# tlb_access_arbiter_flat

**tlb_access_arbiter_flat: PDN straps and rails**

Pins as bars on the die edge. Tap cells in gray.
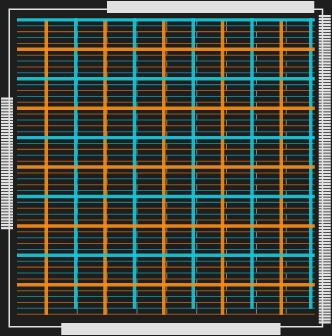
**tlb_access_arbiter_flat: cell classes on the final placement**

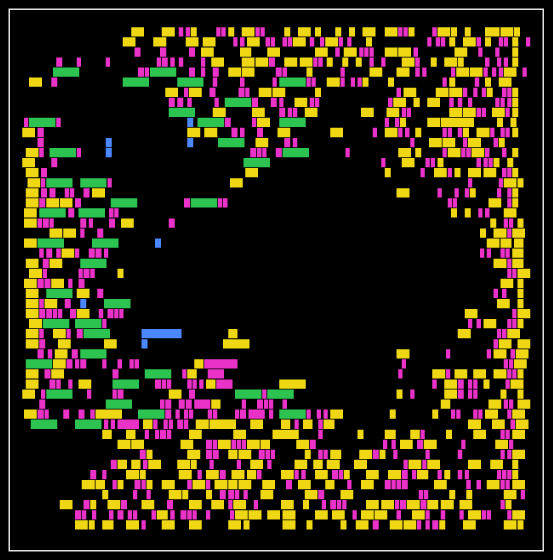
==> src/rtl/tlb_access_arbiter_pkg.sv <==
// Shared types for the TLB access arbiter: operation/state encodings and the
// refill word layout presented to the TLB array.
package tlb_arb_pkg;

  localparam int STARVE_LIMIT_DEF = 3;

  localparam int UPD_VPN_W     = 20;
  localparam int UPD_ASID_W    = 9;
  localparam int UPD_CONTENT_W = 32;
  localparam int UPD_W         = 1 + 1 + UPD_VPN_W + UPD_ASID_W + UPD_CONTENT_W;

  typedef enum logic [1:0] {
    OP_NONE,
    OP_FLUSH,
    OP_UPDATE,
    OP_LOOKUP
  } tlb_op_e;

  typedef enum logic {
    ST_IDLE,
    ST_SETTLE
  } arb_state_e;

  typedef struct packed {
    logic                     valid;
    logic                     is_4m;
    logic [UPD_VPN_W-1:0]     vpn;
    logic [UPD_ASID_W-1:0]    asid;
    logic [UPD_CONTENT_W-1:0] content;
  } tlb_update_t;

endpackage

==> src/rtl/tlb_access_arbiter_if.sv <==
// Bundle of requester, refill, flush and TLB-array signals around the arbiter.
interface tlb_access_arbiter_if #(
  parameter int ASID_WIDTH = 1
);
  import tlb_arb_pkg::*;

  logic                  lu0_req_i, lu1_req_i;
  logic                  lu0_gnt_o, lu1_gnt_o;
  logic [31:0]           lu0_vaddr_i, lu1_vaddr_i;
  logic [ASID_WIDTH-1:0] lu0_asid_i, lu1_asid_i;

  logic                  rsp_valid_o, rsp_id_o, rsp_hit_o, rsp_is_4M_o;
  logic [31:0]           rsp_content_o;

  logic                  upd_valid_i, upd_ready_o, upd_is_4M_i;
  logic [19:0]           upd_vpn_i;
  logic [ASID_WIDTH-1:0] upd_asid_i;
  logic [31:0]           upd_content_i;

  logic                  flush_req_i, flush_ack_o;
  logic [ASID_WIDTH-1:0] flush_asid_i;
  logic [31:0]           flush_vaddr_i;

  logic                  tlb_flush_o;
  logic [UPD_W-1:0]      tlb_update_o;
  logic                  tlb_lu_access_o;
  logic [ASID_WIDTH-1:0] tlb_lu_asid_o;
  logic [31:0]           tlb_lu_vaddr_o;
  logic [ASID_WIDTH-1:0] tlb_asid_to_be_flushed_o;
  logic [31:0]           tlb_vaddr_to_be_flushed_o;
  logic                  tlb_lu_hit_i, tlb_lu_is_4M_i;
  logic [31:0]           tlb_lu_content_i;

  modport slave (
    input  lu0_req_i, lu1_req_i, lu0_vaddr_i, lu1_vaddr_i, lu0_asid_i, lu1_asid_i,
    input  upd_valid_i, upd_is_4M_i, upd_vpn_i, upd_asid_i, upd_content_i,
    input  flush_req_i, flush_asid_i, flush_vaddr_i,
    input  tlb_lu_hit_i, tlb_lu_is_4M_i, tlb_lu_content_i,
    output lu0_gnt_o, lu1_gnt_o,
    output rsp_valid_o, rsp_id_o, rsp_hit_o, rsp_is_4M_o, rsp_content_o,
    output upd_ready_o, flush_ack_o,
    output tlb_flush_o, tlb_update_o, tlb_lu_access_o, tlb_lu_asid_o, tlb_lu_vaddr_o,
    output tlb_asid_to_be_flushed_o, tlb_vaddr_to_be_flushed_o
  );

  modport master (
    output lu0_req_i, lu1_req_i, lu0_vaddr_i, lu1_vaddr_i, lu0_asid_i, lu1_asid_i,
    output upd_valid_i, upd_is_4M_i, upd_vpn_i, upd_asid_i, upd_content_i,
    output flush_req_i, flush_asid_i, flush_vaddr_i,
    output tlb_lu_hit_i, tlb_lu_is_4M_i, tlb_lu_content_i,
    input  lu0_gnt_o, lu1_gnt_o,
    input  rsp_valid_o, rsp_id_o, rsp_hit_o, rsp_is_4M_o, rsp_content_o,
    input  upd_ready_o, flush_ack_o,
    input  tlb_flush_o, tlb_update_o, tlb_lu_access_o, tlb_lu_asid_o, tlb_lu_vaddr_o,
    input  tlb_asid_to_be_flushed_o, tlb_vaddr_to_be_flushed_o
  );

endinterface

==> src/rtl/tlb_access_arbiter_rr.sv <==
// Two-way round-robin pick between the instruction (0) and data (1) lookups.
module rr_arbiter_2 (
  input  logic       clk_i,
  input  logic       rst_i,
  input  logic [1:0] req_i,
  input  logic       adv_i,
  output logic       win_o
);

  logic last_q;

  // On a tie the side that did not win last time goes; reset leaves lu0 favoured.
  assign win_o = req_i[1] & (~req_i[0] | ~last_q);

  always_ff @(posedge clk_i) begin
    if (rst_i) begin
      last_q <= 1'b1;
    end else if (adv_i) begin
      last_q <= win_o;
    end
  end

endmodule

==> src/rtl/tlb_access_arbiter.sv <==
// Picks one TLB operation per cycle from flush, refill and two lookup ports.
//   state     | meaning
//   ST_IDLE   | lookups may be granted
//   ST_SETTLE | bubble after a flush/update; no lookup unless starvation forces one
module tlb_access_arbiter
  import tlb_arb_pkg::*;
#(
  parameter int ASID_WIDTH   = 1,
  parameter int STARVE_LIMIT = STARVE_LIMIT_DEF
) (
  input logic                clk_i,
  input logic                rst_i,
  tlb_access_arbiter_if.slave bus
);

  localparam int              CNT_W = $clog2(STARVE_LIMIT + 1);
  localparam logic [CNT_W-1:0] LIMIT = CNT_W'(STARVE_LIMIT);

  arb_state_e       state_q, state_d;
  tlb_op_e          op;
  logic [CNT_W-1:0] starve_q;
  logic             any_lu, force_lu, lu_grant, maint_op, win_id;
  logic             rsp_valid_q, rsp_id_q, rsp_hit_q, rsp_is_4m_q;
  logic [31:0]      rsp_content_q;
  tlb_update_t      upd_pkt;

  assign any_lu   = bus.lu0_req_i | bus.lu1_req_i;
  assign force_lu = any_lu && (starve_q == LIMIT);
  assign lu_grant = (op == OP_LOOKUP);
  assign maint_op = (op == OP_FLUSH) || (op == OP_UPDATE);

  rr_arbiter_2 u_rr (
    .clk_i (clk_i),
    .rst_i (rst_i),
    .req_i ({bus.lu1_req_i, bus.lu0_req_i}),
    .adv_i (lu_grant),
    .win_o (win_id)
  );

  always_ff @(posedge clk_i) begin
    if (rst_i) begin
      state_q <= ST_IDLE;
    end else begin
      state_q <= state_d;
    end
  end

  // A starving lookup outranks both maintenance ops and the settle bubble.
  always_comb begin
    op      = OP_NONE;
    state_d = ST_IDLE;
    if (!rst_i) begin
      if (force_lu)                          op = OP_LOOKUP;
      else if (bus.flush_req_i)              op = OP_FLUSH;
      else if (bus.upd_valid_i)              op = OP_UPDATE;
      else if (any_lu && state_q == ST_IDLE) op = OP_LOOKUP;
      if (op == OP_FLUSH || op == OP_UPDATE) state_d = ST_SETTLE;
    end
  end

  always_comb begin
    upd_pkt = '0;
    if (op == OP_UPDATE) begin
      upd_pkt.valid                = 1'b1;
      upd_pkt.is_4m                = bus.upd_is_4M_i;
      upd_pkt.vpn                  = bus.upd_vpn_i;
      upd_pkt.asid[ASID_WIDTH-1:0] = bus.upd_asid_i;
      upd_pkt.content              = bus.upd_content_i;
    end
  end

  assign bus.tlb_update_o              = upd_pkt;
  assign bus.upd_ready_o               = (op == OP_UPDATE);
  assign bus.flush_ack_o               = (op == OP_FLUSH);
  assign bus.tlb_flush_o               = (op == OP_FLUSH);
  assign bus.tlb_asid_to_be_flushed_o  = (op == OP_FLUSH) ? bus.flush_asid_i  : '0;
  assign bus.tlb_vaddr_to_be_flushed_o = (op == OP_FLUSH) ? bus.flush_vaddr_i : '0;

  assign bus.lu0_gnt_o       = lu_grant & ~win_id;
  assign bus.lu1_gnt_o       = lu_grant &  win_id;
  assign bus.tlb_lu_access_o = lu_grant;
  assign bus.tlb_lu_asid_o   = !lu_grant ? '0 : (win_id ? bus.lu1_asid_i  : bus.lu0_asid_i);
  assign bus.tlb_lu_vaddr_o  = !lu_grant ? '0 : (win_id ? bus.lu1_vaddr_i : bus.lu0_vaddr_i);

  always_ff @(posedge clk_i) begin
    if (rst_i) begin
      starve_q      <= '0;
      rsp_valid_q   <= 1'b0;
      rsp_id_q      <= 1'b0;
      rsp_hit_q     <= 1'b0;
      rsp_is_4m_q   <= 1'b0;
      rsp_content_q <= '0;
    end else begin
      if (lu_grant) begin
        starve_q <= '0;
      end else if (maint_op && any_lu && starve_q != LIMIT) begin
        starve_q <= starve_q + 1'b1;
      end
      rsp_valid_q <= lu_grant;
      if (lu_grant) begin
        rsp_id_q      <= win_id;
        rsp_hit_q     <= bus.tlb_lu_hit_i;
        rsp_is_4m_q   <= bus.tlb_lu_is_4M_i;
        rsp_content_q <= bus.tlb_lu_content_i;
      end
    end
  end

  // Reset masks the response immediately so an in-flight result never escapes.
  assign bus.rsp_valid_o   = rsp_valid_q & ~rst_i;
  assign bus.rsp_id_o      = rsp_id_q    & ~rst_i;
  assign bus.rsp_hit_o     = rsp_hit_q   & ~rst_i;
  assign bus.rsp_is_4M_o   = rsp_is_4m_q & ~rst_i;
  assign bus.rsp_content_o = rst_i ? '0 : rsp_content_q;

endmodule

==> src/flat_wrapper.sv <==
// flat-port wrapper written by rule: the top's interface ports become plain ports
module tlb_access_arbiter_flat import tlb_arb_pkg::*;
#(
  parameter int ASID_WIDTH   = 1,
  parameter int STARVE_LIMIT = STARVE_LIMIT_DEF
)
  (clk_i, rst_i, bus_lu0_req_i, bus_lu1_req_i, bus_lu0_vaddr_i, bus_lu1_vaddr_i, bus_lu0_asid_i, bus_lu1_asid_i, bus_upd_valid_i, bus_upd_is_4M_i, bus_upd_vpn_i, bus_upd_asid_i, bus_upd_content_i, bus_flush_req_i, bus_flush_asid_i, bus_flush_vaddr_i, bus_tlb_lu_hit_i, bus_tlb_lu_is_4M_i, bus_tlb_lu_content_i, bus_lu0_gnt_o, bus_lu1_gnt_o, bus_rsp_valid_o, bus_rsp_id_o, bus_rsp_hit_o, bus_rsp_is_4M_o, bus_rsp_content_o, bus_upd_ready_o, bus_flush_ack_o, bus_tlb_flush_o, bus_tlb_update_o, bus_tlb_lu_access_o, bus_tlb_lu_asid_o, bus_tlb_lu_vaddr_o, bus_tlb_asid_to_be_flushed_o, bus_tlb_vaddr_to_be_flushed_o);
  tlb_access_arbiter_if #(.ASID_WIDTH(ASID_WIDTH)) bus_i ();
  input logic clk_i;
  input logic rst_i;
  input wire logic [$bits(bus_i.lu0_req_i)-1:0] bus_lu0_req_i;
  input wire logic [$bits(bus_i.lu1_req_i)-1:0] bus_lu1_req_i;
  input wire logic [$bits(bus_i.lu0_vaddr_i)-1:0] bus_lu0_vaddr_i;
  input wire logic [$bits(bus_i.lu1_vaddr_i)-1:0] bus_lu1_vaddr_i;
  input wire logic [$bits(bus_i.lu0_asid_i)-1:0] bus_lu0_asid_i;
  input wire logic [$bits(bus_i.lu1_asid_i)-1:0] bus_lu1_asid_i;
  input wire logic [$bits(bus_i.upd_valid_i)-1:0] bus_upd_valid_i;
  input wire logic [$bits(bus_i.upd_is_4M_i)-1:0] bus_upd_is_4M_i;
  input wire logic [$bits(bus_i.upd_vpn_i)-1:0] bus_upd_vpn_i;
  input wire logic [$bits(bus_i.upd_asid_i)-1:0] bus_upd_asid_i;
  input wire logic [$bits(bus_i.upd_content_i)-1:0] bus_upd_content_i;
  input wire logic [$bits(bus_i.flush_req_i)-1:0] bus_flush_req_i;
  input wire logic [$bits(bus_i.flush_asid_i)-1:0] bus_flush_asid_i;
  input wire logic [$bits(bus_i.flush_vaddr_i)-1:0] bus_flush_vaddr_i;
  input wire logic [$bits(bus_i.tlb_lu_hit_i)-1:0] bus_tlb_lu_hit_i;
  input wire logic [$bits(bus_i.tlb_lu_is_4M_i)-1:0] bus_tlb_lu_is_4M_i;
  input wire logic [$bits(bus_i.tlb_lu_content_i)-1:0] bus_tlb_lu_content_i;
  output wire logic [$bits(bus_i.lu0_gnt_o)-1:0] bus_lu0_gnt_o;
  output wire logic [$bits(bus_i.lu1_gnt_o)-1:0] bus_lu1_gnt_o;
  output wire logic [$bits(bus_i.rsp_valid_o)-1:0] bus_rsp_valid_o;
  output wire logic [$bits(bus_i.rsp_id_o)-1:0] bus_rsp_id_o;
  output wire logic [$bits(bus_i.rsp_hit_o)-1:0] bus_rsp_hit_o;
  output wire logic [$bits(bus_i.rsp_is_4M_o)-1:0] bus_rsp_is_4M_o;
  output wire logic [$bits(bus_i.rsp_content_o)-1:0] bus_rsp_content_o;
  output wire logic [$bits(bus_i.upd_ready_o)-1:0] bus_upd_ready_o;
  output wire logic [$bits(bus_i.flush_ack_o)-1:0] bus_flush_ack_o;
  output wire logic [$bits(bus_i.tlb_flush_o)-1:0] bus_tlb_flush_o;
  output wire logic [$bits(bus_i.tlb_update_o)-1:0] bus_tlb_update_o;
  output wire logic [$bits(bus_i.tlb_lu_access_o)-1:0] bus_tlb_lu_access_o;
  output wire logic [$bits(bus_i.tlb_lu_asid_o)-1:0] bus_tlb_lu_asid_o;
  output wire logic [$bits(bus_i.tlb_lu_vaddr_o)-1:0] bus_tlb_lu_vaddr_o;
  output wire logic [$bits(bus_i.tlb_asid_to_be_flushed_o)-1:0] bus_tlb_asid_to_be_flushed_o;
  output wire logic [$bits(bus_i.tlb_vaddr_to_be_flushed_o)-1:0] bus_tlb_vaddr_to_be_flushed_o;
  assign bus_i.lu0_req_i = bus_lu0_req_i;
  assign bus_i.lu1_req_i = bus_lu1_req_i;
  assign bus_i.lu0_vaddr_i = bus_lu0_vaddr_i;
  assign bus_i.lu1_vaddr_i = bus_lu1_vaddr_i;
  assign bus_i.lu0_asid_i = bus_lu0_asid_i;
  assign bus_i.lu1_asid_i = bus_lu1_asid_i;
  assign bus_i.upd_valid_i = bus_upd_valid_i;
  assign bus_i.upd_is_4M_i = bus_upd_is_4M_i;
  assign bus_i.upd_vpn_i = bus_upd_vpn_i;
  assign bus_i.upd_asid_i = bus_upd_asid_i;
  assign bus_i.upd_content_i = bus_upd_content_i;
  assign bus_i.flush_req_i = bus_flush_req_i;
  assign bus_i.flush_asid_i = bus_flush_asid_i;
  assign bus_i.flush_vaddr_i = bus_flush_vaddr_i;
  assign bus_i.tlb_lu_hit_i = bus_tlb_lu_hit_i;
  assign bus_i.tlb_lu_is_4M_i = bus_tlb_lu_is_4M_i;
  assign bus_i.tlb_lu_content_i = bus_tlb_lu_content_i;
  assign bus_lu0_gnt_o = bus_i.lu0_gnt_o;
  assign bus_lu1_gnt_o = bus_i.lu1_gnt_o;
  assign bus_rsp_valid_o = bus_i.rsp_valid_o;
  assign bus_rsp_id_o = bus_i.rsp_id_o;
  assign bus_rsp_hit_o = bus_i.rsp_hit_o;
  assign bus_rsp_is_4M_o = bus_i.rsp_is_4M_o;
  assign bus_rsp_content_o = bus_i.rsp_content_o;
  assign bus_upd_ready_o = bus_i.upd_ready_o;
  assign bus_flush_ack_o = bus_i.flush_ack_o;
  assign bus_tlb_flush_o = bus_i.tlb_flush_o;
  assign bus_tlb_update_o = bus_i.tlb_update_o;
  assign bus_tlb_lu_access_o = bus_i.tlb_lu_access_o;
  assign bus_tlb_lu_asid_o = bus_i.tlb_lu_asid_o;
  assign bus_tlb_lu_vaddr_o = bus_i.tlb_lu_vaddr_o;
  assign bus_tlb_asid_to_be_flushed_o = bus_i.tlb_asid_to_be_flushed_o;
  assign bus_tlb_vaddr_to_be_flushed_o = bus_i.tlb_vaddr_to_be_flushed_o;
  tlb_access_arbiter #(.ASID_WIDTH(ASID_WIDTH), .STARVE_LIMIT(STARVE_LIMIT)) u_core (.clk_i(clk_i), .rst_i(rst_i), .bus(bus_i));
endmodule
==> config.mk <==
export PLATFORM = sky130hd
export DESIGN_NAME = tlb_access_arbiter_flat
export DESIGN_NICKNAME = d
export VERILOG_FILES = /design/src/rtl/tlb_access_arbiter_pkg.sv /design/src/rtl/tlb_access_arbiter_if.sv /design/src/rtl/tlb_access_arbiter_rr.sv /design/src/rtl/tlb_access_arbiter.sv /design/src/flat_wrapper.sv
export SDC_FILE = /design/constraint.sdc
export NUM_CORES = 1
export LEC_CHECK = 0
export ABC_AREA = 1
export CORE_AREA = 3 3 141 143
export CTS_BUF_LIST = sky130_fd_sc_hd__clkbuf_2
export CTS_CLUSTER_SIZE = 28
export DETAILED_ROUTE_END_ITERATION = 10
export DIE_AREA = 0 0 144 146
export PLACE_DENSITY = 0.61
export SYNTH_ARGS = -nofsm -noshare
export SYNTH_HDL_FRONTEND = slang
export SYNTH_SLANG_ARGS = --single-unit
==> constraint.sdc <==
create_clock -name clk_i -period 3.4 [get_ports clk_i]
set_input_delay 0.68 -clock clk_i [delete_from_list [all_inputs] [get_ports clk_i]]
set_output_delay 0.68 -clock clk_i [all_outputs]
set_load 0.02 [all_outputs]
==> impl_metrics.env <==
# yosys + openroad results
export IMPL_outcome="finished clean"
export IMPL_ys_sh_mux_pct=0
export IMPL_warnings=30
export IMPL_crit_buf_inv=6
export IMPL_start_kind="primary input"
export IMPL_cp_num_cells=11
export IMPL_synthTopLogicFamily="simple AND/OR/NAND/NOR gates"
export IMPL_num_rows=50
export IMPL_ios=364
export IMPL_grt_pass1_vias=3834
export IMPL_synth_xor_area_share_pct=0
export IMPL_slew_viol_final=0
export IMPL_drt_iter0_markers=148
export IMPL_mostFrequentLayoutCell="clkdlybuf4s50_1"
export IMPL_power_density_nw_per_um2=217
export IMPL_fin_tns_setup_ns=0
export IMPL_setup_viol=0
export IMPL_grt_total_usage_pct=13.0
export IMPL_h_tree_depth=2
export IMPL_final_cells=1133
export IMPL_clkSlewWorstSetupHoldPaths_ns=0.21
export IMPL_drive_gt1_share_pct=15.4
export IMPL_cts_resized=130
export IMPL_top_power_group="combinational logic"
export IMPL_cap_violations=0
export IMPL_seq_cells=40
export IMPL_wire_per_inst_microns=13.7
export IMPL_largest_registers="u_core.rsp_content_q x32, u_core.starve_q x2"
export IMPL_path_common_cell="nand2_1"
export IMPL_p_int_mw=0.945
export IMPL_max_freq_mhz=303
export IMPL_critical_path_class="primary input to primary output"
export IMPL_setup_worst_path_start="bus_lu0_req_i"
export IMPL_r2r_end="u_core.rsp_content_q[12]"
export IMPL_logic_gates=336
export IMPL_rsz0062_at_grt="yes"
export IMPL_cts_tree="yes"
export IMPL_p_comb_share_pct=44.0
export IMPL_sh_seq_area_pct=12.4
export IMPL_top_cell_area_share_pct=26.9
export IMPL_cp_endpoint="bus_tlb_update_o[28]"
export IMPL_place_ws_ns=-0.318
export IMPL_critPathMaxFanout=28
## Picture notes: 'PDN straps and rails' of tlb_access_arbiter_flat
Orange is VSS. Cyan is VDD.
234 tap cells. 364 signal pins sit on the boundary.

## Picture notes: 'cell classes on the final placement' of tlb_access_arbiter_flat
Magenta is remaining logic cells, cells 470, share of their area 32%. Green is registers, cells 40, share of their area 13%. Yellow is remaining buffers and delay cells, cells 381, share of their area 54%. Blue is clock drivers and dummy loads, cells 8, share of their area 1.1%.

[cells in the mapped netlist]
cell type and instances:
ha_1 5, inv_1 130, buf_6 3, o21ai_1 3, nor3_1 1, nor2_1 111
nand2_1 100, a21oi_1 37, conb_1 1, buf_2 10, dfxtp_1 40, nand3_1 2
o21ai_0 68, buf_4 10, a21oi_4 1, clkbuf_1 19, inv_2 4, clkbuf_2 2
[layer usage]
metal | vias up | GRT usage, % | routed length [microns]
li1 | 2278 | - | -
met3 | 11 | 3.68 | 1320
met2 | 183 | 22.5 | 7420
met5 | - | 0 | 13
met1 | 1794 | 16.1 | 6590
met4 | 2 | 2.35 | 138

# branch_verify

$ cat src/rtl/branch_verify.sv
// EX-stage branch verification: resolves each branch, checks it against the
// fetch-time prediction and tracks mispredict recovery. Optional statistics
// counters are enabled by defining BRANCH_VERIFY_STAT_EN.

package branch_verify_pkg;

  localparam logic [2:0] B_IS_NONE = 3'd0;
  localparam logic [2:0] B_IS_CALL = 3'd1;
  localparam logic [2:0] B_IS_RET  = 3'd2;
  localparam logic [2:0] B_IS_BRA  = 3'd3;
  localparam logic [2:0] B_IS_J    = 3'd4;

  localparam logic [2:0] C_BEQ  = 3'd0;
  localparam logic [2:0] C_BNE  = 3'd1;
  localparam logic [2:0] C_BGEZ = 3'd2;
  localparam logic [2:0] C_BGTZ = 3'd3;
  localparam logic [2:0] C_BLEZ = 3'd4;
  localparam logic [2:0] C_BLTZ = 3'd5;

  typedef struct packed {
    logic ex;
    logic eret;
    logic tlb_op;
  } pipeline_flush_t;

  typedef struct packed {
    logic        valid;
    logic [2:0]  br_op;
    logic        br_taken;
    logic [31:0] target;
  } predict_result_t;

  typedef struct packed {
    logic       valid;
    logic [1:0] counter;
    logic [7:0] tag;
  } BHT_entry_t;

  typedef struct packed {
    logic        ready;
    logic [2:0]  br_type;
    logic [31:0] pc;
    logic        is_taken;
    logic        predict_sucess;
    logic [31:0] correct_target;
    BHT_entry_t  predict_entry;
  } verify_result_t;

  typedef enum logic [1:0] {
    S_IDLE    = 2'd0,
    S_WAIT_DS = 2'd1,
    S_CORRECT = 2'd2
  } state_e;

endpackage

module branch_verify
  import branch_verify_pkg::*;
(
  input  logic            clk,
  input  logic            resetn,
  input  pipeline_flush_t pipeline_flush,
  input  logic            in_valid,
  input  logic [31:0]     in_pc,
  input  logic [2:0]      in_br_type,
  input  logic [2:0]      in_br_cond,
  input  logic            in_use_reg,
  input  logic [31:0]     rs_value,
  input  logic [31:0]     rt_value,
  input  logic [31:0]     imm_target,
  input  logic [31:0]     reg_target,
  input  predict_result_t pred_bus,
  input  BHT_entry_t      pred_entry,
  output verify_result_t  es_to_bpu_bus,
  input  logic            correct_finish,
  output logic            wrong_path
`ifdef BRANCH_VERIFY_STAT_EN
  ,
  output logic [31:0]     stat_branches,
  output logic [31:0]     stat_mispredicts
`endif
);

  state_e         state_q, state_d;
  verify_result_t bus_q, bus_d;

  logic        flush_any;
  logic        act_taken;
  logic [31:0] act_target;
  logic [31:0] fallthrough;
  logic        pred_ok;
  logic        report;
  logic        unused_pred_op;

  assign flush_any      = pipeline_flush.ex | pipeline_flush.eret | pipeline_flush.tlb_op;
  assign unused_pred_op = ^pred_bus.br_op;

  always_comb begin : resolve
    // NOTE: every always_comb output gets a default first so no path can infer a latch.
    act_taken  = 1'b0;
    act_target = imm_target;
    case (in_br_type)
      B_IS_BRA: begin
        case (in_br_cond)
          C_BEQ:   act_taken = (rs_value == rt_value);
          C_BNE:   act_taken = (rs_value != rt_value);
          C_BGEZ:  act_taken = ($signed(rs_value) >= 32'sd0);
          C_BGTZ:  act_taken = ($signed(rs_value) >  32'sd0);
          C_BLEZ:  act_taken = ($signed(rs_value) <= 32'sd0);
          C_BLTZ:  act_taken = ($signed(rs_value) <  32'sd0);
          default: act_taken = 1'b0;
        endcase
      end
      B_IS_CALL, B_IS_J: begin
        act_taken  = 1'b1;
        act_target = in_use_reg ? reg_target : imm_target;
      end
      B_IS_RET: begin
        act_taken  = 1'b1;
        act_target = reg_target;
      end
      default: ;
    endcase
  end

  assign fallthrough = in_pc + 32'd8;

  // A not-taken branch is correct whenever direction matches; target only matters when taken.
  assign pred_ok = (pred_bus.valid && (pred_bus.br_taken == act_taken) &&
                    (!act_taken || (pred_bus.target == act_target))) ||
                   (!pred_bus.valid && !act_taken);

  assign report = in_valid && (in_br_type != B_IS_NONE) && (state_q == S_IDLE) && !flush_any;

  always_comb begin : next_state
    state_d       = state_q;
    bus_d         = bus_q;
    bus_d.ready   = 1'b0;
    bus_d.br_type = B_IS_NONE;

    if (report) begin
      bus_d.ready          = 1'b1;
      bus_d.br_type        = in_br_type;
      bus_d.pc             = in_pc;
      bus_d.is_taken       = act_taken;
      bus_d.predict_sucess = pred_ok;
      bus_d.correct_target = act_taken ? act_target : fallthrough;
      bus_d.predict_entry  = pred_entry;
    end

    if (flush_any) begin
      state_d = S_IDLE;
    end else begin
      case (state_q)
        S_IDLE:    if (report && !pred_ok) state_d = S_WAIT_DS;
        S_WAIT_DS: if (in_valid)           state_d = S_CORRECT;
        S_CORRECT: if (correct_finish)     state_d = S_IDLE;
        default:                           state_d = S_IDLE;
      endcase
    end
  end

  always_ff @(posedge clk or negedge resetn) begin
    // NOTE: sequential state uses non-blocking assignments so all flops sample pre-edge values.
    if (!resetn) begin
      state_q <= S_IDLE;
      bus_q   <= '0;
    end else begin
      state_q <= state_d;
      bus_q   <= bus_d;
    end
  end

  assign es_to_bpu_bus = bus_q;
  // Combinational on purpose: it qualifies the instruction sitting in EX this cycle.
  assign wrong_path    = in_valid && (state_q == S_CORRECT);

`ifdef BRANCH_VERIFY_STAT_EN
  logic [31:0] stat_branches_q, stat_branches_d;
  logic [31:0] stat_mispredicts_q, stat_mispredicts_d;

  always_comb begin : stat_next
    stat_branches_d    = stat_branches_q;
    stat_mispredicts_d = stat_mispredicts_q;
    if (report && (stat_branches_q != '1)) begin
      stat_branches_d = stat_branches_q + 32'd1;
    end
    if (report && !pred_ok && (stat_mispredicts_q != '1)) begin
      stat_mispredicts_d = stat_mispredicts_q + 32'd1;
    end
  end

  always_ff @(posedge clk or negedge resetn) begin
    if (!resetn) begin
      stat_branches_q    <= '0;
      stat_mispredicts_q <= '0;
    end else begin
      stat_branches_q    <= stat_branches_d;
      stat_mispredicts_q <= stat_mispredicts_d;
    end
  end

  assign stat_branches    = stat_branches_q;
  assign stat_mispredicts = stat_mispredicts_q;
`endif

endmodule

$ cat config.mk
export PLATFORM = sky130hd
export DESIGN_NAME = branch_verify
export DESIGN_NICKNAME = d
export VERILOG_FILES = /design/src/rtl/branch_verify.sv
export SDC_FILE = /design/constraint.sdc
export NUM_CORES = 1
export LEC_CHECK = 0
export CELL_PAD_IN_SITES_DETAIL_PLACEMENT = 1
export CELL_PAD_IN_SITES_GLOBAL_PLACEMENT = 1
export CORE_MARGIN = 5
export CORE_UTILIZATION = 29
export CTS_CLUSTER_DIAMETER = 80
export CTS_CLUSTER_SIZE = 24
export DETAILED_ROUTE_END_ITERATION = 16
export GPL_TIMING_DRIVEN = 0
export PLACE_DENSITY_LB_ADDON = 0.1
export SLEW_MARGIN = 20
export SYNTH_ARGS = -nofsm -noshare
export SYNTH_HDL_FRONTEND = slang
export SYNTH_SLANG_ARGS = --single-unit
$ cat constraint.sdc
create_clock -name clk -period 2.25 [get_ports clk]
set_input_delay 0.45 -clock clk [delete_from_list [all_inputs] [get_ports clk]]
set_output_delay 0.45 -clock clk [all_outputs]
set_load 0.1 [all_outputs]
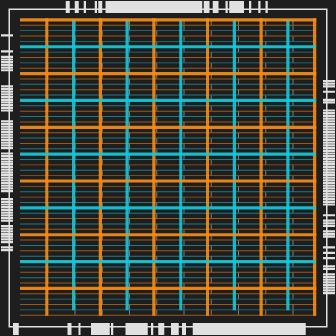
**Above:** branch_verify (PDN straps and rails).
Pins as bars on the die edge. Tap cells in gray.
Cyan is VDD. Orange is VSS.
11 straps on met5. 285 tap cells.

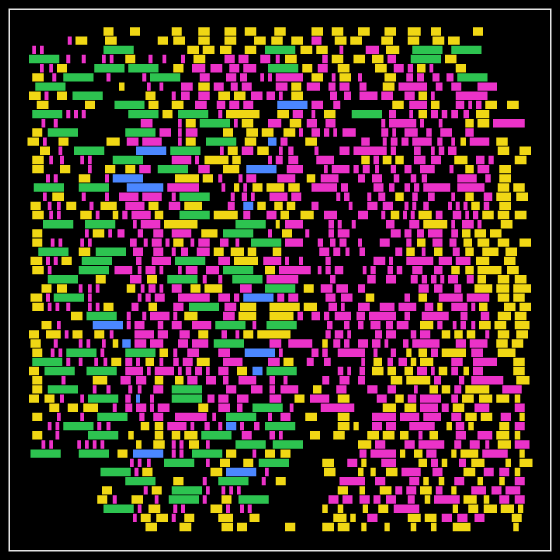
**Above:** branch_verify (cell classes on the final placement).
Blue is clock drivers and dummy loads, cells 16, share of their area 2.6%. Yellow is remaining buffers and delay cells, cells 411, share of their area 34%. Green is registers, cells 83, share of their area 18%. Magenta is remaining logic cells, cells 688, share of their area 45%.

==> impl_metrics.env <==
# yosys + openroad results
export IMPL_top_power_group="combinational logic"
export IMPL_rsz0062_at_grt="yes"
export IMPL_p_int_mw=4.01
export IMPL_p_clk_share_pct=18.1
export IMPL_setup_slack_ns=-0.337
export IMPL_clkSlewWorstSetupHoldPaths_ns=0.07
export IMPL_inverters_excl_clock=23
export IMPL_routed_via_density=5.45
export IMPL_wire_per_inst_microns=23.9
export IMPL_power_density_nw_per_um2=723
export IMPL_flop_cell="dfrtp_1"
export IMPL_r2r_end="es_to_bpu_bus[31]"
export IMPL_h_tree_depth=3
export IMPL_cts_resized=475
export IMPL_drt_pass1_iter_count=7
export IMPL_relSlewSlack_pct=30.0
export IMPL_die_w_microns=160
export IMPL_synth_flop_count=83
export IMPL_vdd_ir_drop_worst_mv=0.503
export IMPL_synth_cell_type_count=80
export IMPL_cp_endpoint="es_to_bpu_bus[43]"
export IMPL_synthTopLogicFamily="simple AND/OR/NAND/NOR gates"
export IMPL_period_used_pct=115
export IMPL_final_cells=1483
export IMPL_die_area_sq_um=25600
export IMPL_fin_nets=1416
export IMPL_postSynthCellCount=816
export IMPL_seq_area_frac_synth_pct=31.8
export IMPL_drt_iter0_markers=492
export IMPL_area_growth_pct=80.8
export IMPL_sh_seq_area_pct=17.6
export IMPL_max_freq_mhz=386
export IMPL_end_kind="register"
export IMPL_swShare_pct=53.0
export IMPL_final_antenna_net_count=0
export IMPL_grt_total_usage_pct=26.4
export IMPL_multiInputGateArea_sq_um=5080
export IMPL_dominant_cells="logic gates"
export IMPL_critPathMaxFanout=4
export IMPL_cts_sinks=83
export IMPL_hold_end="es_to_bpu_bus[54]"
export IMPL_dpl_instance_area_sq_um=10000
export IMPL_p_clk_mw=1.55
export IMPL_setup_viol=31
export IMPL_dp_cells=1401
export IMPL_num_rows=55
export IMPL_n_fill_cell=2604
export IMPL_violations="setup timing"
export IMPL_core_area_sq_um=22400
export IMPL_critical_path_class="primary input to register"
export IMPL_outcome="finished with violations"
export IMPL_sh_comb_area_pct=43.1
export IMPL_clock_area_share_pct=2.54
export IMPL_ys_area_sq_um=6530
export IMPL_ys_async_sr_fraction_pct=100
export IMPL_fin_util_pct=52.6
export IMPL_via_count=8081
export IMPL_grt_max_degree=50
export IMPL_grt_pass1_wl_mm=52.3
export IMPL_buffers=411
-- layer usage --
layer | global-route usage (%) | share of wire, % | up-vias
li1 | - | - | 3715
met1 | 32.2 | 41 | 3959
met2 | 44.4 | 49 | 328
met3 | 7.33 | 7.0 | 79
met4 | 9.58 | 3.6 | 0
met5 | 0 | 0 | -
-- critical path: cells and delay by family --
kind	cells	cell delay, ns
compound gates	6	1.19
buf+inv	1	0.55
simple gates	2	0.67
-- state kept, by name, summed over array words and instances, names as in the netlist --
signal and flops:
es_to_bpu_bus 81, state_q 2

# restoring_divider

**restoring_divider: PDN straps and rails**

Pins as bars on the die edge. Tap cells in gray.
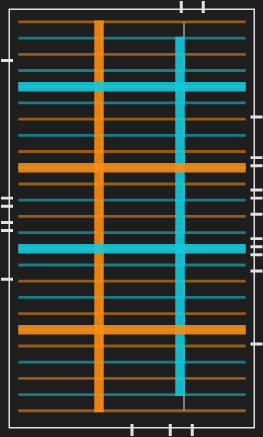
`src/rtl/restoring_divider.sv`:
```
// Sequential unsigned restoring divider: one quotient bit per clock, WIDTH iterations.
// Divide-by-zero bypasses the iteration and reports all-ones quotient with the dividend as remainder.
module restoring_divider #(
  parameter int unsigned WIDTH = 4
) (
  input  logic             clk,
  input  logic             rst,
  input  logic             start,
  input  logic [WIDTH-1:0] dividend,
  input  logic [WIDTH-1:0] divisor,
  output logic             busy,
  output logic             done,
  output logic [WIDTH-1:0] quotient,
  output logic [WIDTH-1:0] remainder,
  output logic             div_by_zero
);

  localparam int unsigned CNT_W = $clog2(WIDTH + 1);
  localparam int unsigned PR_W  = WIDTH + 1;
  localparam int unsigned SH_W  = 2 * WIDTH + 1;

  typedef enum logic [1:0] {
    IDLE = 2'd0,
    RUN  = 2'd1,
    DONE = 2'd2
  } state_t;

  state_t             state_q, state_d;
  logic [CNT_W-1:0]   cnt_q, cnt_d;
  logic [PR_W-1:0]    rem_q, rem_d;
  logic [WIDTH-1:0]   quo_q, quo_d;
  logic [WIDTH-1:0]   dvs_q, dvs_d;
  logic [WIDTH-1:0]   q_res_q, q_res_d;
  logic [WIDTH-1:0]   r_res_q, r_res_d;
  logic               dbz_q, dbz_d;
  logic               busy_q, busy_d;
  logic               done_q, done_d;
  logic [SH_W-1:0]    shifted;
  logic [PR_W-1:0]    trial;

  // Next-state, datapath iteration and result capture.
  always_comb begin
    state_d = state_q;
    cnt_d   = cnt_q;
    rem_d   = rem_q;
    quo_d   = quo_q;
    dvs_d   = dvs_q;
    q_res_d = q_res_q;
    r_res_d = r_res_q;
    dbz_d   = dbz_q;
    shifted = '0;
    trial   = '0;

    case (state_q)
      IDLE, DONE: begin
        state_d = IDLE;
        if (start) begin
          dvs_d = divisor;
          if (divisor == '0) begin
            state_d = DONE;
            q_res_d = '1;
            r_res_d = dividend;
            dbz_d   = 1'b1;
          end else begin
            state_d = RUN;
            rem_d   = '0;
            quo_d   = dividend;
            cnt_d   = CNT_W'(WIDTH);
          end
        end
      end

      RUN: begin
        shifted = {rem_q, quo_q} << 1;
        // Trial MSB set means a borrow: restore the shifted remainder.
        trial   = shifted[SH_W-1:WIDTH] - {1'b0, dvs_q};
        rem_d   = trial[WIDTH] ? shifted[SH_W-1:WIDTH] : trial;
        quo_d   = shifted[WIDTH-1:0] | WIDTH'(!trial[WIDTH]);
        cnt_d   = cnt_q - CNT_W'(1);
        if (cnt_q == CNT_W'(1)) begin
          state_d = DONE;
          q_res_d = quo_d;
          r_res_d = rem_d[WIDTH-1:0];
          dbz_d   = 1'b0;
        end
      end

      default: state_d = IDLE;
    endcase
  end

  assign busy_d = (state_d == RUN);
  assign done_d = (state_d == DONE);

  // State and output registers with synchronous reset.
  always_ff @(posedge clk) begin
    if (rst) begin
      state_q <= IDLE;
      cnt_q   <= '0;
      rem_q   <= '0;
      quo_q   <= '0;
      dvs_q   <= '0;
      q_res_q <= '0;
      r_res_q <= '0;
      dbz_q   <= 1'b0;
      busy_q  <= 1'b0;
      done_q  <= 1'b0;
    end else begin
      state_q <= state_d;
      cnt_q   <= cnt_d;
      rem_q   <= rem_d;
      quo_q   <= quo_d;
      dvs_q   <= dvs_d;
      q_res_q <= q_res_d;
      r_res_q <= r_res_d;
      dbz_q   <= dbz_d;
      busy_q  <= busy_d;
      done_q  <= done_d;
    end
  end

  assign busy        = busy_q;
  assign done        = done_q;
  assign quotient    = q_res_q;
  assign remainder   = r_res_q;
  assign div_by_zero = dbz_q;

endmodule

```
`config.mk`:
```
export PLATFORM = sky130hd
export DESIGN_NAME = restoring_divider
export DESIGN_NICKNAME = d
export VERILOG_FILES = /design/src/rtl/restoring_divider.sv
export SDC_FILE = /design/constraint.sdc
export NUM_CORES = 1
export LEC_CHECK = 0
export CORE_ASPECT_RATIO = 1.75
export CORE_MARGIN = 1
export CORE_UTILIZATION = 50
export CTS_CLUSTER_DIAMETER = 120
export CTS_CLUSTER_SIZE = 20
export DETAILED_ROUTE_END_ITERATION = 7
export PLACE_DENSITY = 0.76
export SLEW_MARGIN = 40
export SYNTH_ARGS = -nofsm -noshare
export SYNTH_HDL_FRONTEND = slang
export SYNTH_SLANG_ARGS = --single-unit
```
`constraint.sdc`:
```
create_clock -name clk -period 5.1 [get_ports clk]
set_input_delay 1.53 -clock clk [delete_from_list [all_inputs] [get_ports clk]]
set_output_delay 1.53 -clock clk [all_outputs]
set_load 0.05 [all_outputs]
```
==> impl_metrics.env <==
# yosys + openroad results
export IMPL_outcome="finished clean"
export IMPL_synth_cell_type_count=30
export IMPL_netlist_top_cells_count="nor2_1 (33), dfxtp_1 (28), a21oi_1 (14), a211oi_1 (9), nand2_1 (9)"
export IMPL_most_common_cell="nor2_1"
export IMPL_synth_edff_count=0
export IMPL_fp_nets=170
export IMPL_place_ws_ns=1.48
export IMPL_drc=0
export IMPL_wl_met1_mm=1.06
export IMPL_switchingPower_mw=0.147
export IMPL_p_comb_share_pct=23.4
export IMPL_drt_pass1_iter_count=4
export IMPL_grt_total_usage_pct=21.0
export IMPL_lay_top_cells="nor2_1 (33), dfxtp_1 (28), clkdlybuf4s50_1 (20), a21oi_1 (14)"
export IMPL_routed_via_density=5.59
export IMPL_reg2reg_slack_ns=2.68
export IMPL_reg2reg_depth=8
export IMPL_final_antenna_net_count=0
export IMPL_ys_warn_count=0
export IMPL_p_clk_share_pct=27.5
export IMPL_grt_pass1_vias=1010
export IMPL_grt_max_degree=29
export IMPL_crit_family="simple AND/OR/NAND/NOR gates"
export IMPL_top_cell_area_share_pct=42.4
export IMPL_hold_end="cnt_q[2]"
export IMPL_postSynthCellCount=152
export IMPL_p_int_mw=0.351
export IMPL_power_density_nw_per_um2=317
export IMPL_core_area_sq_um=2490
export IMPL_grt_pass1_wl_mm=4.19
export IMPL_cts_inserted_buffers=3
export IMPL_fin_util_pct=63.0
export IMPL_pwr_share_seq_pct=49.2
export IMPL_syn_area_sq_um=1320
export IMPL_cts_buffer_depth=2
export IMPL_swShare_pct=29.6
## Picture notes: 'PDN straps and rails' of restoring_divider
Cyan is VDD. Orange is VSS.
4 straps on met5. 26 tap cells. The core has 24 rows.

-- per-layer routing --
metal / GRT usage [%] / vias up
li1: - / 551
met1: 23.6 / 501
met2: 34.5 / 28
met3: 2.54 / 5
met4: 11.9 / 0
met5: 0 / -
-- cell type report --
class                      count  area [sq um]  share of cell area [%]
multi-input combinational    108           691                    44.0
sequential                    28           561                    35.7
timing repair buffer          21           205                    13.1
clock buffer                   4          55.1                    3.51
tap                           26          32.5                    2.07
inverter                       7          26.3                    1.67

# sseg_scan_decoder

<file path="config.mk">
export PLATFORM = sky130hd
export DESIGN_NAME = sseg_scan_decoder
export DESIGN_NICKNAME = d
export VERILOG_FILES = /design/src/rtl/sseg_pkg.sv /design/src/rtl/sseg_scan_capture.sv /design/src/rtl/sseg_scan_decoder.sv
export SDC_FILE = /design/constraint.sdc
export NUM_CORES = 1
export LEC_CHECK = 0
export CAP_MARGIN = 15
export CORE_MARGIN = 2
export CORE_UTILIZATION = 49
export DETAILED_ROUTE_END_ITERATION = 8
export GPL_ROUTABILITY_DRIVEN = 1
export PLACE_DENSITY_LB_ADDON = 0.3
export RECOVER_POWER = 25
export SLEW_MARGIN = 20
export SYNTH_ARGS = -nofsm -noshare
export SYNTH_HDL_FRONTEND = slang
export SYNTH_SLANG_ARGS = --single-unit
export TNS_END_PERCENT = 5
</file>
<file path="constraint.sdc">
create_clock -name clk_i -period 3.3 [get_ports clk_i]
set_input_delay 0.825 -clock clk_i [delete_from_list [all_inputs] [get_ports clk_i]]
set_output_delay 0.825 -clock clk_i [all_outputs]
set_load 0.01 [all_outputs]
</file>
<file path="src/rtl/sseg_pkg.sv">
// ---------------------------------------------------------------------------
// sseg_pkg: shared constants, capture-state encoding and frame decoder | Rev 1.0
// ---------------------------------------------------------------------------
`default_nettype none

package sseg_pkg;

    localparam logic [6:0] TOP_SQUARE    = 7'b0011100;
    localparam logic [6:0] BOTTOM_SQUARE = 7'b0100011;
    localparam logic [6:0] BLANK         = 7'b1111111;
    localparam int         PHASE_W       = 3;

    typedef enum logic [1:0] {
        CAP_IDLE     = 2'd0,
        CAP_SETTLING = 2'd1,
        CAP_HELD     = 2'd2
    } cap_state_e;

    typedef struct packed {
        logic               valid;
        logic [PHASE_W-1:0] pos;
    } decode_t;

    // A frame is valid only with exactly one square and three blank digits.
    function automatic decode_t decode_frame(input logic [3:0][6:0] digs,
                                             input logic [6:0]      top,
                                             input logic [6:0]      bot);
        decode_t    r;
        logic [2:0] n_sq;
        logic [2:0] n_blank;
        r       = '0;
        n_sq    = '0;
        n_blank = '0;
        for (int k = 0; k < 4; k++) begin
            if (digs[k] == top) begin
                n_sq  = n_sq + 3'd1;
                r.pos = PHASE_W'(3 - k);
            end else if (digs[k] == bot) begin
                n_sq  = n_sq + 3'd1;
                r.pos = PHASE_W'(4 + k);
            end else if (digs[k] == BLANK) begin
                n_blank = n_blank + 3'd1;
            end
        end
        r.valid = (n_sq == 3'd1) && (n_blank == 3'd3);
        return r;
    endfunction

endpackage

`default_nettype wire

</file>
<file path="src/rtl/sseg_scan_capture.sv">
// ---------------------------------------------------------------------------
// sseg_scan_capture: input stage, stability counter and capture FSM | Rev 1.0
// ---------------------------------------------------------------------------
`default_nettype none

module sseg_scan_capture
    import sseg_pkg::*;
#(
    parameter int SETTLE = 4
) (
    input  logic       clk_i,
    input  logic       rst_i,
    input  logic [3:0] an_i,
    input  logic [6:0] sseg_i,
    output logic       cap_o,
    output logic [1:0] idx_o,
    output logic [6:0] pat_o,
    output logic       multi_o
);

    // The change is seen one edge after the new sample lands, so the last
    // stable count is two below SETTLE.
    localparam logic [7:0] C_CNT_LAST = 8'(SETTLE - 2);

    logic [3:0] an_q;
    logic [6:0] sseg_q;
    logic [3:0] an_last_q;
    logic [6:0] sseg_last_q;
    logic [7:0] cnt_q;
    cap_state_e state_q;

    logic       w_change;
    logic [3:0] w_low;

    assign w_change = {an_q, sseg_q} != {an_last_q, sseg_last_q};
    assign w_low    = ~an_q;
    assign multi_o  = (w_low & (w_low - 4'd1)) != 4'd0;
    assign pat_o    = sseg_q;
    assign cap_o    = (state_q == CAP_SETTLING) && !w_change &&
                      (cnt_q == C_CNT_LAST) && !multi_o;

    always_comb begin
        idx_o = 2'd0;
        case (an_q)
            4'b1101: idx_o = 2'd1;
            4'b1011: idx_o = 2'd2;
            4'b0111: idx_o = 2'd3;
            default: idx_o = 2'd0;
        endcase
    end

    always_ff @(posedge clk_i) begin
        if (rst_i) begin
            an_q        <= 4'hF;
            sseg_q      <= BLANK;
            an_last_q   <= 4'hF;
            sseg_last_q <= BLANK;
            cnt_q       <= '0;
            state_q     <= CAP_IDLE;
        end else begin
            an_q        <= an_i;
            sseg_q      <= sseg_i;
            an_last_q   <= an_q;
            sseg_last_q <= sseg_q;
            if (w_change) begin
                cnt_q   <= '0;
                state_q <= (an_q == 4'hF) ? CAP_IDLE : CAP_SETTLING;
            end else begin
                case (state_q)
                    CAP_SETTLING: begin
                        if (cnt_q == C_CNT_LAST) begin
                            state_q <= CAP_HELD;
                        end else begin
                            cnt_q <= cnt_q + 8'd1;
                        end
                    end
                    default: begin
                        state_q <= state_q;
                    end
                endcase
            end
        end
    end

endmodule

`default_nettype wire

</file>
<file path="src/rtl/sseg_scan_decoder.sv">
// ---------------------------------------------------------------------------
// sseg_scan_decoder: frame assembly, square-phase decode and step check | Rev 1.0
// ---------------------------------------------------------------------------
`default_nettype none

module sseg_scan_decoder
    import sseg_pkg::*;
#(
    parameter int         SETTLE        = 4,
    parameter logic [6:0] TOP_SQUARE    = sseg_pkg::TOP_SQUARE,
    parameter logic [6:0] BOTTOM_SQUARE = sseg_pkg::BOTTOM_SQUARE
) (
    input  logic               clk_i,
    input  logic               rst_i,
    input  logic [3:0]         an_i,
    input  logic [6:0]         sseg_i,
    output logic [6:0]         dig0_o,
    output logic [6:0]         dig1_o,
    output logic [6:0]         dig2_o,
    output logic [6:0]         dig3_o,
    output logic               frame_done_o,
    output logic               pos_valid_o,
    output logic [PHASE_W-1:0] pos_o,
    output logic               step_o,
    output logic [2:0]         err_o
);

    logic               w_cap;
    logic [1:0]         w_idx;
    logic [6:0]         w_pat;
    logic               w_multi;
    logic [3:0]         w_cap_mask;
    decode_t            w_dec;
    logic [PHASE_W-1:0] w_pos_next;

    logic [3:0][6:0]    dig_q;
    logic [3:0]         seen_q;
    logic               frame_done_q;
    logic               pos_valid_q;
    logic [PHASE_W-1:0] pos_q;
    logic               step_q;
    logic [2:0]         err_q;
    logic               hist_q;

    sseg_scan_capture #(
        .SETTLE (SETTLE)
    ) u_capture (
        .clk_i   (clk_i),
        .rst_i   (rst_i),
        .an_i    (an_i),
        .sseg_i  (sseg_i),
        .cap_o   (w_cap),
        .idx_o   (w_idx),
        .pat_o   (w_pat),
        .multi_o (w_multi)
    );

    assign w_cap_mask = w_cap ? (4'b0001 << w_idx) : 4'b0000;
    assign w_dec      = decode_frame(dig_q, TOP_SQUARE, BOTTOM_SQUARE);
    assign w_pos_next = pos_q + PHASE_W'(1);

    always_ff @(posedge clk_i) begin
        if (rst_i) begin
            dig_q        <= {4{BLANK}};
            seen_q       <= '0;
            frame_done_q <= 1'b0;
            pos_valid_q  <= 1'b0;
            pos_q        <= '0;
            step_q       <= 1'b0;
            err_q        <= '0;
            hist_q       <= 1'b0;
        end else begin
            frame_done_q <= 1'b0;
            step_q       <= 1'b0;
            if (w_cap) begin
                dig_q[w_idx] <= w_pat;
            end
            if (w_multi) begin
                err_q[0] <= 1'b1;
            end
            // Decode sees the completed frame; a same-edge capture opens the next one.
            if (seen_q == 4'hF) begin
                frame_done_q <= 1'b1;
                seen_q       <= w_cap_mask;
                if (w_dec.valid) begin
                    pos_valid_q <= 1'b1;
                    pos_q       <= w_dec.pos;
                    hist_q      <= 1'b1;
                    if (hist_q && (w_dec.pos != pos_q)) begin
                        step_q <= 1'b1;
                        if (w_dec.pos != w_pos_next) begin
                            err_q[2] <= 1'b1;
                        end
                    end
                end else begin
                    pos_valid_q <= 1'b0;
                    err_q[1]    <= 1'b1;
                end
            end else begin
                seen_q <= seen_q | w_cap_mask;
            end
        end
    end

    assign dig0_o       = dig_q[0];
    assign dig1_o       = dig_q[1];
    assign dig2_o       = dig_q[2];
    assign dig3_o       = dig_q[3];
    assign frame_done_o = frame_done_q;
    assign pos_valid_o  = pos_valid_q;
    assign pos_o        = pos_q;
    assign step_o       = step_q;
    assign err_o        = err_q;

endmodule

`default_nettype wire

</file>
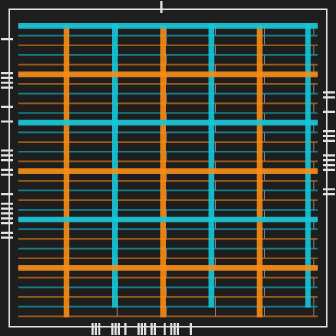
**Above:** sseg_scan_decoder (PDN straps and rails).
Pins as bars on the die edge. Tap cells in gray.
Orange is VSS. Cyan is VDD.
6 straps on met4. 31 met1 rails follow the rows. 6 straps on met5.

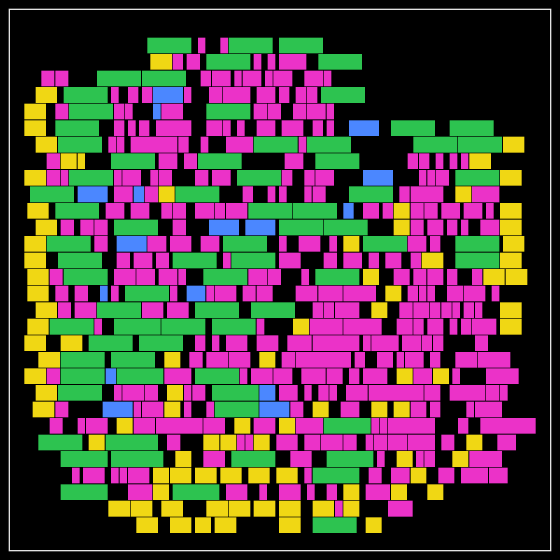
**Above:** sseg_scan_decoder (cell classes on the final placement).
Green is registers, cells 74, share of their area 33%. Blue is clock drivers and dummy loads, cells 16, share of their area 3.5%. Magenta is remaining logic cells, cells 297, share of their area 47%. Yellow is remaining buffers and delay cells, cells 89, share of their area 17%.

==> impl_metrics.env <==
# yosys + openroad results
export IMPL_area_growth_pct=34.2
export IMPL_violations="setup timing"
export IMPL_cts_buffer_depth=2
export IMPL_fp_nets=404
export IMPL_vdd_ir_drop_worst_mv=0.363
export IMPL_postSynthCellCount=382
export IMPL_period_used_pct=103
export IMPL_cts_tree="yes"
export IMPL_slew_viol_final=0
export IMPL_reg2reg_slack_ns=-0.09
export IMPL_yosysTopAreaCell="dfxtp_1"
export IMPL_syn_area_sq_um=3520
export IMPL_switchingPower_mw=0.370
export IMPL_setup_slack_ns=-0.0878
export IMPL_dominant_cells="logic gates"
export IMPL_buf_share_pct=16.6
export IMPL_timing_critical_path_slowest_stage_cell="or4_1"
export IMPL_grt_max_degree=37
export IMPL_clkSlewWorstSetupHoldPaths_ns=0.07
export IMPL_die_area_sq_um=7880
export IMPL_most_common_cell="dfxtp_1"
export IMPL_rsz0062_at_grt="yes"
export IMPL_antenna_cells=0
export IMPL_multiInputGateArea_sq_um=2110
export IMPL_cp_num_cells=13
export IMPL_worstSkewPairLatency_ns=0.34
export IMPL_ys_cells=382
export IMPL_simple_gate_area_share_pct=27.0
export IMPL_cap_violations=0
export IMPL_outcome="finished with violations"
export IMPL_ios=50
export IMPL_power_leakage_nw=1.87
export IMPL_setup_viol=2
export IMPL_hold_depth=2
export IMPL_n_fill_cell=544
export IMPL_synth_edff_count=0
export IMPL_synth_flop_count=74
export IMPL_ys_sh_mux_pct=9.13
export IMPL_min_from="pos_valid_o"
export IMPL_largest_reg_flops=8
export IMPL_ys_sh_adder_pct=3.20
export IMPL_dpl_instance_area_sq_um=4420
export IMPL_p_clk_share_pct=37.3
export IMPL_drt_pass1_iter_count=4
export IMPL_fin_nets=493
export IMPL_mostFrequentLayoutCell="dfxtp_1"
export IMPL_hold_viol=0
export IMPL_drt_iter0_markers=166
export IMPL_fin_util_pct=68.8
export IMPL_swShare_pct=23.4
export IMPL_crit_buf_inv=1
export IMPL_lay_top_cells="dfxtp_1 (63), clkdlybuf4s50_1 (49), nand2_1 (43), buf_4 (39), mux2i_1 (28)"
export IMPL_path_common_cell="or3b_4"
export IMPL_wire_per_inst_microns=15.1
layer usage:
metal | vias up | GRT usage, % | wire (microns)
met5 | - | 0 | 0
met1 | 1498 | 30.5 | 4010
met3 | 10 | 4.85 | 443
li1 | 1545 | - | -
met2 | 99 | 36.0 | 4090
met4 | 0 | 6.75 | 107
power groups by stage:
stage	sequential (mW)	combinational (mW)	clock [mW]
final	0.926	0.0675	0.591
after global routing	0.928	0.0759	0.642
after CTS	0.928	0.0688	0.602
after detailed placement	0.949	0.0686	0
after global placement	0.948	0.0676	0
after floorplan	0.939	0.0478	0


==> notes/layouts.md <==
Pictures saved along the way, in no particular order.

Track usage over the die.
Plate I
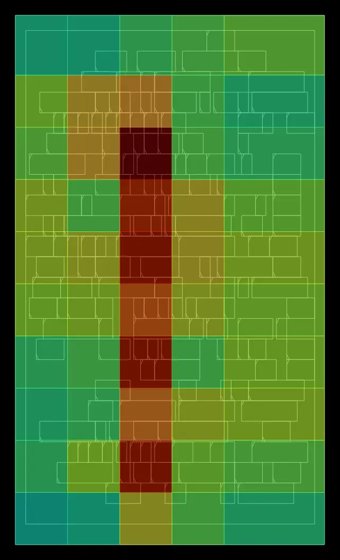
Plate II
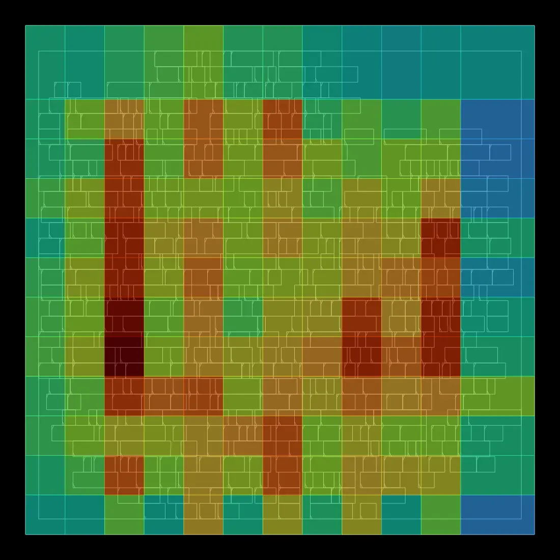
Plate III
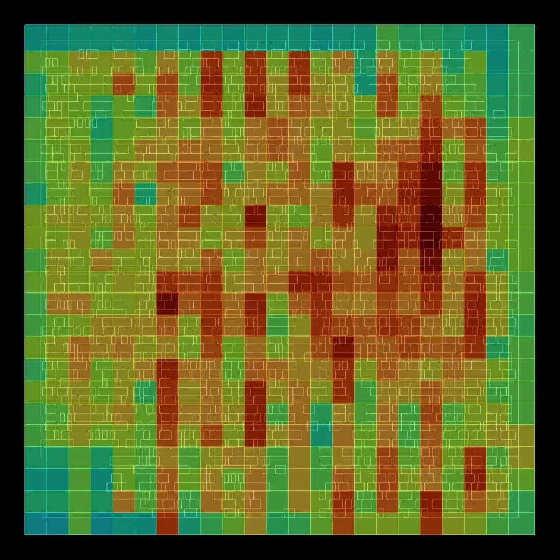
Plate IV
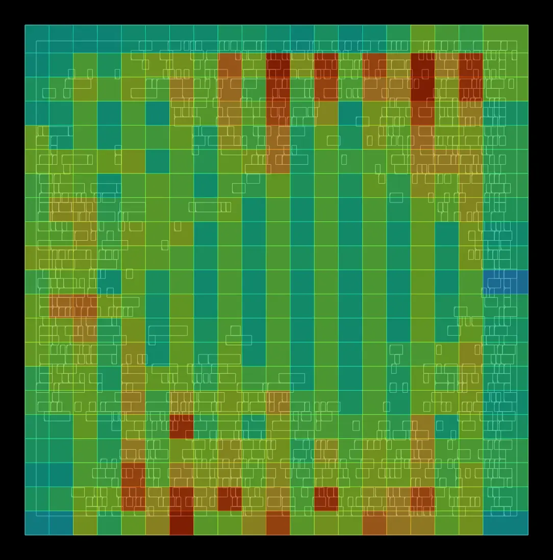
tlb_access_arbiter_flat is Plate IV.
branch_verify is Plate III.
restoring_divider is Plate I.
sseg_scan_decoder is Plate II.
Of these, lowest track usage: Plate IV
Of these, most wire per cell: Plate III

No activity file was given, so power comes from the tool's default toggle rates.
